=== block 1 ===
==> block_1/layer_met2.png <==
Drawn at 1.5 px/µm.
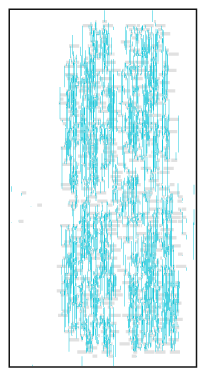

--- config.mk ---
export PLATFORM = sky130hd
export DESIGN_NAME = btn_evt_sched
export DESIGN_NICKNAME = d
export VERILOG_FILES = /design/src/rtl/btn_pkg.sv /design/src/rtl/btn_hold_ctr.sv /design/src/rtl/btn_evt_sched.sv
export SDC_FILE = /design/constraint.sdc
export NUM_CORES = 1
export LEC_CHECK = 0
export ABC_CLOCK_PERIOD_IN_PS = 2750
export CAP_MARGIN = 10
export CORE_ASPECT_RATIO = 2
export CORE_MARGIN = 5
export CORE_UTILIZATION = 30
export DETAILED_ROUTE_END_ITERATION = 16
export HOLD_SLACK_MARGIN = 0.1
export PLACE_DENSITY = 0.56
export REMOVE_ABC_BUFFERS = 1
export SYNTH_ARGS = -nofsm -noshare
export SYNTH_HDL_FRONTEND = slang
export SYNTH_SLANG_ARGS = --single-unit
--- constraint.sdc ---
create_clock -name clk_i -period 2.75 [get_ports clk_i]
set_clock_uncertainty 0.2 [all_clocks]
set_input_delay 0.55 -clock clk_i [delete_from_list [all_inputs] [get_ports clk_i]]
set_output_delay 0.55 -clock clk_i [all_outputs]
set_load 0.02 [all_outputs]
--- src/rtl/btn_pkg.sv ---
// Shared types for the button event scheduler: hold-FSM states and the
// event record carried by the output register.
package btn_pkg;

  localparam int N_BTN_DEFAULT = 4;

  // Widest event id ever needed (N_BTN tops out at 8).
  localparam int EVT_ID_W = 3;

  typedef enum logic [1:0] {
    IDLE,
    WAIT_HOLD,
    REPEAT
  } hold_st_e;

  typedef struct packed {
    logic [EVT_ID_W-1:0] id;
    logic                rpt;
  } btn_evt_t;

endpackage

--- src/rtl/btn_hold_ctr.sv ---
// One button: rising-edge detect, hold-to-repeat FSM and its down-counter.
// evt_o is a registered single-cycle pulse; rpt_o qualifies it
// (0 = initial press, 1 = auto-repeat).
module btn_hold_ctr
  import btn_pkg::*;
#(
  parameter int HOLD_CYC   = 50000000,
  parameter int REPEAT_CYC = 10000000
) (
  input  logic clk_i,
  input  logic rst_ni,
  input  logic btn_i,
  output logic evt_o,
  output logic rpt_o
);

  localparam int CNT_MAX = (HOLD_CYC > REPEAT_CYC) ? HOLD_CYC : REPEAT_CYC;
  localparam int CW      = $clog2(CNT_MAX + 1);

  localparam logic [CW-1:0] HOLD_LD = CW'(HOLD_CYC - 1);
  localparam logic [CW-1:0] RPT_LD  = CW'(REPEAT_CYC - 1);

  hold_st_e      state_q, state_d;
  logic [CW-1:0] cnt_q, cnt_d;
  logic          prev_q;
  logic          evt_q, evt_d;
  logic          rpt_q, rpt_d;

  // State, counter, previous level and event pulse registers.
  // NOTE: non-blocking (<=) in clocked blocks so every register updates from pre-edge values.
  always_ff @(posedge clk_i) begin
    if (!rst_ni) begin
      state_q <= IDLE;
      cnt_q   <= '0;
      prev_q  <= 1'b0;
      evt_q   <= 1'b0;
      rpt_q   <= 1'b0;
    end else begin
      state_q <= state_d;
      cnt_q   <= cnt_d;
      prev_q  <= btn_i;
      evt_q   <= evt_d;
      rpt_q   <= rpt_d;
    end
  end

  // Next-state logic; a release always wins over a same-cycle expiry.
  // NOTE: every variable gets a default before the case so no path infers a latch.
  always_comb begin
    state_d = state_q;
    cnt_d   = cnt_q;
    evt_d   = 1'b0;
    rpt_d   = 1'b0;
    unique case (state_q)
      IDLE: begin
        if (btn_i && !prev_q) begin
          evt_d   = 1'b1;
          cnt_d   = HOLD_LD;
          state_d = WAIT_HOLD;
        end
      end
      WAIT_HOLD: begin
        if (!btn_i) begin
          state_d = IDLE;
          cnt_d   = '0;
        end else if (cnt_q == '0) begin
          evt_d   = 1'b1;
          rpt_d   = 1'b1;
          cnt_d   = RPT_LD;
          state_d = REPEAT;
        end else begin
          cnt_d = cnt_q - 1'b1;
        end
      end
      REPEAT: begin
        if (!btn_i) begin
          state_d = IDLE;
          cnt_d   = '0;
        end else if (cnt_q == '0) begin
          evt_d = 1'b1;
          rpt_d = 1'b1;
          cnt_d = RPT_LD;
        end else begin
          cnt_d = cnt_q - 1'b1;
        end
      end
      default: begin
        state_d = IDLE;
        cnt_d   = '0;
      end
    endcase
  end

  assign evt_o = evt_q;
  assign rpt_o = rpt_q;

endmodule

--- src/rtl/btn_evt_sched.sv ---
// Button event scheduler: per-button hold counters feed one pending slot
// each; a round-robin arbiter drains the slots into a valid/ready output
// register, one event per cycle when the consumer keeps up.
module btn_evt_sched
  import btn_pkg::*;
#(
  parameter int N_BTN      = N_BTN_DEFAULT,
  parameter int HOLD_CYC   = 50000000,
  parameter int REPEAT_CYC = 10000000,
  localparam int IDW       = $clog2(N_BTN)
) (
  input  logic             clk_i,
  input  logic             rst_ni,
  input  logic [N_BTN-1:0] btn_i,
  input  logic             evt_ready_i,
  output logic             evt_valid_o,
  output logic [IDW-1:0]   evt_id_o,
  output logic             evt_rpt_o,
  output logic             drop_o,
  output logic [N_BTN-1:0] pend_o
);

  logic [N_BTN-1:0] ev, ev_rpt;

  for (genvar k = 0; k < N_BTN; k++) begin : g_hold
    btn_hold_ctr #(
      .HOLD_CYC  (HOLD_CYC),
      .REPEAT_CYC(REPEAT_CYC)
    ) u_hold (
      .clk_i (clk_i),
      .rst_ni(rst_ni),
      .btn_i (btn_i[k]),
      .evt_o (ev[k]),
      .rpt_o (ev_rpt[k])
    );
  end

  logic [N_BTN-1:0] pend_q, pend_d;
  logic [N_BTN-1:0] rpt_q, rpt_d;
  logic [IDW-1:0]   ptr_q, ptr_d;
  btn_evt_t         out_q, out_d;
  logic             valid_q, valid_d;
  logic             drop_q, drop_d;

  logic             found;
  logic [IDW-1:0]   win;
  logic [IDW-1:0]   cand;
  int               idx;
  logic [N_BTN-1:0] grant;
  logic             load;

  // Pending slots, arbiter pointer and output register.
  always_ff @(posedge clk_i) begin
    if (!rst_ni) begin
      pend_q  <= '0;
      rpt_q   <= '0;
      ptr_q   <= '0;
      out_q   <= '0;
      valid_q <= 1'b0;
      drop_q  <= 1'b0;
    end else begin
      pend_q  <= pend_d;
      rpt_q   <= rpt_d;
      ptr_q   <= ptr_d;
      out_q   <= out_d;
      valid_q <= valid_d;
      drop_q  <= drop_d;
    end
  end

  // Round-robin search: first pending bit at or above ptr, wrapping to 0.
  always_comb begin
    found = 1'b0;
    win   = '0;
    idx   = 0;
    cand  = '0;
    for (int i = 0; i < N_BTN; i++) begin
      idx = int'(ptr_q) + i;
      if (idx >= N_BTN) idx = idx - N_BTN;
      cand = IDW'(idx);
      if (!found && pend_q[cand]) begin
        found = 1'b1;
        win   = cand;
      end
    end
  end

  // Output load, grant and slot update; a new event beats a same-cycle grant.
  always_comb begin
    pend_d  = pend_q;
    rpt_d   = rpt_q;
    ptr_d   = ptr_q;
    out_d   = out_q;
    valid_d = valid_q;
    drop_d  = 1'b0;
    grant   = '0;
    load    = !valid_q || evt_ready_i;

    if (load) begin
      if (found) begin
        valid_d    = 1'b1;
        out_d.id   = EVT_ID_W'(win);
        out_d.rpt  = rpt_q[win];
        grant[win] = 1'b1;
        ptr_d      = (win == IDW'(N_BTN - 1)) ? '0 : win + 1'b1;
      end else begin
        valid_d = 1'b0;
      end
    end

    for (int k = 0; k < N_BTN; k++) begin
      if (ev[k]) begin
        if (pend_q[k] && !grant[k]) begin
          drop_d = 1'b1;
        end else begin
          pend_d[k] = 1'b1;
          rpt_d[k]  = ev_rpt[k];
        end
      end else if (grant[k]) begin
        pend_d[k] = 1'b0;
      end
    end
  end

  assign evt_valid_o = valid_q;
  assign evt_id_o    = IDW'(out_q.id);
  assign evt_rpt_o   = out_q.rpt;
  assign drop_o      = drop_q;
  assign pend_o      = pend_q;

endmodule

=== block 2 ===
File: src/rtl/retospect_clockbox_mc.sv
// Multi-channel tick generator driving the CNB clockbus; first element of the config chain.
// Optional per-channel start phase is enabled with RETOSPECT_CLKBOX_PHASE_EN.
module retospect_clockbox_mc #(
    parameter int unsigned N_CH  = 6,
    parameter int unsigned CNT_W = 8
) (
    input  logic            clk,
    input  logic            reset,
    input  logic            reset_nn,
    input  logic            config_en,
    input  logic            bs_in,
    output logic            bs_out,
    output logic [N_CH+1:0] clockbus
);

`ifdef RETOSPECT_CLKBOX_PHASE_EN
    localparam int unsigned WordW = 2 * CNT_W + 1;
`else
    localparam int unsigned WordW = CNT_W + 1;
`endif

    logic [WordW-1:0] cfg_q [N_CH];
    logic [WordW-1:0] cfg_d [N_CH];
    logic [CNT_W-1:0] cnt_q [N_CH];
    logic [CNT_W-1:0] cnt_d [N_CH];
    logic [CNT_W-1:0] max_w [N_CH];
    logic [CNT_W-1:0] load_w [N_CH];
    logic [N_CH-1:0]  mode_w;
    logic [N_CH-1:0]  match_w;
    logic [N_CH-1:0]  out_q;
    logic [N_CH-1:0]  out_d;

    always_comb begin
        for (int i = 0; i < N_CH; i++) begin
            max_w[i]   = cfg_q[i][CNT_W-1:0];
            mode_w[i]  = cfg_q[i][CNT_W];
`ifdef RETOSPECT_CLKBOX_PHASE_EN
            load_w[i]  = cfg_q[i][WordW-1:CNT_W+1];
`else
            load_w[i]  = '0;
`endif
            // >= lets a count stranded above a freshly loaded max wrap immediately
            match_w[i] = (cnt_q[i] >= max_w[i]);
        end
    end

    always_comb begin
        cfg_d = cfg_q;
        cnt_d = cnt_q;
        out_d = out_q;
        if (reset_nn) begin
            for (int i = 0; i < N_CH; i++) begin
                cnt_d[i] = load_w[i];
            end
            out_d = '0;
        end else if (config_en) begin
            cfg_d[0] = {bs_in, cfg_q[0][WordW-1:1]};
            for (int i = 1; i < N_CH; i++) begin
                cfg_d[i] = {cfg_q[i-1][0], cfg_q[i][WordW-1:1]};
            end
            // square channels keep their level while the chain shifts
            for (int i = 0; i < N_CH; i++) begin
                if (!mode_w[i]) begin
                    out_d[i] = 1'b0;
                end
            end
        end else begin
            for (int i = 0; i < N_CH; i++) begin
                cnt_d[i] = match_w[i] ? '0 : cnt_q[i] + CNT_W'(1);
                out_d[i] = mode_w[i] ? (out_q[i] ^ match_w[i]) : match_w[i];
            end
        end
    end

    always_ff @(posedge clk) begin
        if (reset) begin
            for (int i = 0; i < N_CH; i++) begin
                cfg_q[i] <= '0;
                cnt_q[i] <= '0;
            end
            out_q <= '0;
        end else begin
            cfg_q <= cfg_d;
            cnt_q <= cnt_d;
            out_q <= out_d;
        end
    end

    assign bs_out   = cfg_q[N_CH-1][0];
    assign clockbus = {out_q, 2'b10};

endmodule

File: config.mk
export PLATFORM = sky130hd
export DESIGN_NAME = retospect_clockbox_mc
export DESIGN_NICKNAME = d
export VERILOG_FILES = /design/src/rtl/retospect_clockbox_mc.sv
export SDC_FILE = /design/constraint.sdc
export NUM_CORES = 1
export LEC_CHECK = 0
export CAP_MARGIN = 30
export CORE_AREA = 2 2 115 117
export CTS_BUF_LIST = sky130_fd_sc_hd__clkbuf_8
export DETAILED_ROUTE_END_ITERATION = 6
export DIE_AREA = 0 0 117 119
export PLACE_DENSITY = 0.67
export SLEW_MARGIN = 10
export SYNTH_ARGS = -nofsm -noshare
export SYNTH_HDL_FRONTEND = slang
export SYNTH_SLANG_ARGS = --single-unit
export TNS_END_PERCENT = 30
File: constraint.sdc
create_clock -name clk -period 5 [get_ports clk]
set_clock_uncertainty 0.2 [all_clocks]
set_input_delay 0.5 -clock clk [delete_from_list [all_inputs] [get_ports clk]]
set_output_delay 0.5 -clock clk [all_outputs]
set_load 0.05 [all_outputs]
==> block_1/placement.png <==
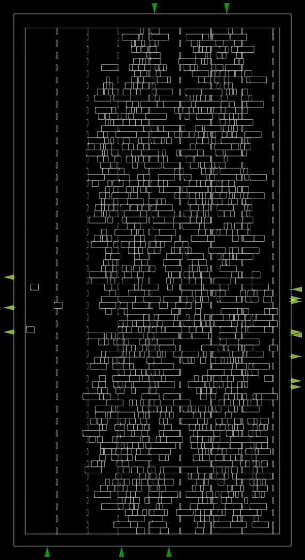
well tap count: 340
post-layout util: 37.1%
Seq area share: 29.3%
num rows: 83

==> block_1/layer_met3.png <==
Drawn at 2 px/µm.
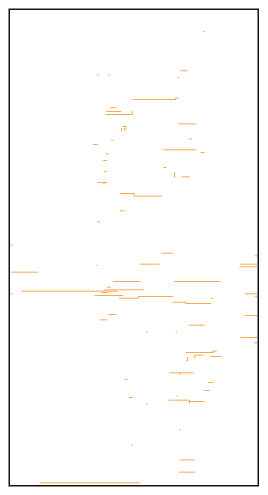
48 nets have wire on it. The layer carries 521 µm of wire.
Detailed Route WL: 23100 µm
met3 usage: 3.21%
Vias: 7629

## Picture notes: block_1/layer_met2.png
The longest straight run is 63.9 µm. The layer holds 56% of the routed length. The wires run mostly vertical. The layer carries 12900 µm of wire. 898 nets have wire on it.
GR Util met2: 30.7%

==> run summary, block 1 <==
Syn Std Cell Area: 0.00776 mm²
Critical path origin: g_hold[3].u_hold.cnt_q[12]$_SDFFE_PN0P_
Comb gates: 747
Worst hold start: g_hold[0].u_hold.rpt_o$_SDFF_PN0_
Clk root buf: clkbuf_16
Fp_density: 30.3%
Net Sw Frac: 33.7%
Outcome: finished, final reports clean
Crit Path Category: reg -> reg
Top reg by flops: g_hold.u_hold.cnt_q
Crit path capture type: flop
Clock group power: 2.51 mW
Via density: 5.47
Multi-input gate share of total cell area: 49.2%
Post-Syn Instances: 974
Chip height: 238 µm
Share of layout cells above drive strength 1: 13.2%
RSZ-0062 raised after global routing: false
Average size of a mapped cell: 7.97 µm²
MUX area fraction: 1.55%
Initial DRC count: 601
Inverters: 35
Regs by FF count: g_hold.u_hold.cnt_q (104), g_hold.u_hold.state_q (8)
Critical Path Source Type: flop
Pre-CTS setup slack: 0.0724 ns
Slowest cell on the critical path: or4_1
[block 1: layer usage]
metal  up-vias  global-route usage, %  part of all wire, %
met2       105                   30.7                   56
met5         -                      0                    0
met4         0                   7.83                  3.4
met1      3692                   16.9                   38
met3        49                   3.21                  2.3
li1       3783                      -                    -
[block 1: cell usage after synthesis, types with 3 or more instances]
cell,instances,area [µm²]
nor3b_1,11,82.6
a31oi_1,36,225
a41oi_1,3,26.3
xnor2_1,15,131
buf_2,3,15.0
nand2b_1,11,68.8
o22ai_1,13,81.3
o21ai_0,61,305
or3_1,21,131
a21boi_0,12,90.1
o21a_1,29,218
nor2_1,73,274
and2_1,7,43.8
ha_1,24,300
or2_2,8,50.1
nand4_1,17,106
xor2_1,7,61.3
a21o_1,8,60.1
dfxtp_1,139,2780
nand4b_1,3,26.3
nor3_1,43,215
nor2b_1,8,50.1
o31a_1,15,131
or4_1,22,165
nand3_1,21,105
nand2_1,64,240
inv_1,35,131
nor4_1,36,225
clkbuf_1,48,180
nor4b_1,3,26.3
and3_1,6,37.5
a211oi_1,11,82.6
mux2i_1,12,120
a21oi_1,86,430
o211ai_1,5,37.5
nand3b_1,10,75.1
a311oi_1,7,61.3
==> block_2/placement.png <==
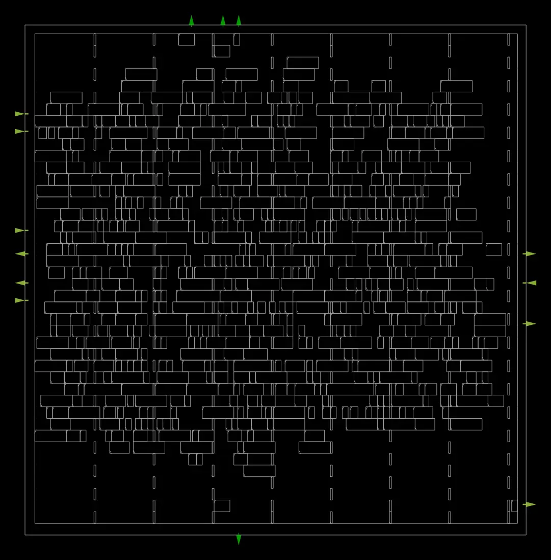
post-layout util: 46.9%
Seq area share: 35.8%
Fill cells: 1228
Flops: 108
CORE AREA: 0.0129 mm²

==> run summary, block 2 <==
Fin Hold WS: 0.264 ns
Deepest clock path buffer count: 2
Slew @ Worst Pin: 0.713 ns
Final setup fails: 0
Post-CTS Setup Bufs: 0
Clk root buf: clkbuf_8
Critical Path Max Stage Delay: 0.82 ns
CTS tree: done
DRC Markers: 0
# port buffers: 11
Synth Warn #: 0
Num rows: 42
Top power group: sequential cells
Post-CTS Hold Fix Bufs: 0
Outcome: finished, final reports clean
CP delay by family, top: buffers and inverters
Worst vdd rail ir drop: 0.190 mV
Slowest cell on the critical path: clkdlybuf4s50_1
block 2: cell families after synthesis:
family / after synthesis
muxes: 12
AOI/OAI and AO/OA: 96
other: 2
xor gates and xnor gates: 42
DFF: 108
buffers and inverters: 73
and+or+nand+nor: 243
adders and majority gates: 54
block 2: worst paths after layout:
kind | endpoint | slack, ns | cells past startpoint
worst max-delay path | bs_out | 2.72 | 1
worst min-delay path | cfg_q[3]$_SDFFE_PP0P_ | 0.26 | 2
worst max register to register | cnt_q[4]$_SDFFE_PP0N_ | 3.03 | 6
worst min register to register | cfg_q[3]$_SDFFE_PP0P_ | 0.26 | 2
block 2: worst min-delay path: stages (launching register included):
cell	delay, ns
dfxtp_1	0.34
nand2_1	0.05
a21oi_1	0.05
block 2: sequential cells by signal, summed over array words and instances (netlist names):
register,flops
out_q,6
cfg_q,53
cnt_q,48
bs_out,1
block 2: metal layers:
| metal | vias to the layer above | global-route usage, % | wire (µm) |
|---|---|---|---|
| met5 | - | 0 | 0 |
| met4 | 0 | 2.72 | 65 |
| met3 | 7 | 4.22 | 303 |
| met2 | 38 | 26.3 | 4780 |
| met1 | 1858 | 20.2 | 4670 |
| li1 | 2094 | - | - |


==> screenshots <==
Signal wires on met1.
panel A
Drawn at 2 px/µm. Supply wires on this layer in grey.
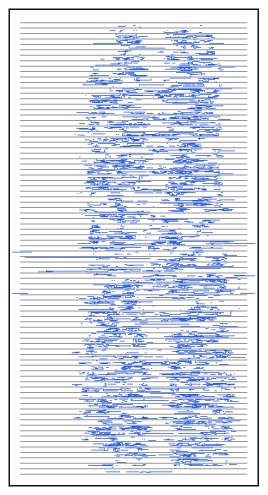
panel B
Drawn at 3 px/µm. Supply wires on this layer in grey.
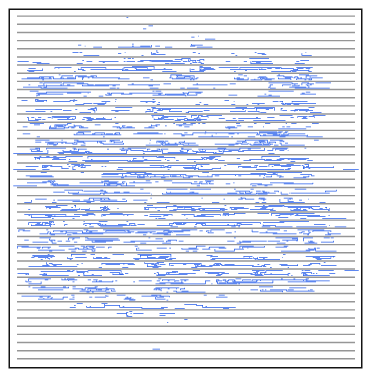
block 2: panel B
block 1: panel A
The one with the largest die is panel A.

Key to panel A:
The layer holds 38% of the routed length. The layer carries 8860 µm of wire. 1000 nets have wire on it. The wires run mostly horizontal. The longest straight run is 46.9 µm.

Power figures rest on the tool's default switching activity, not on a simulated workload.
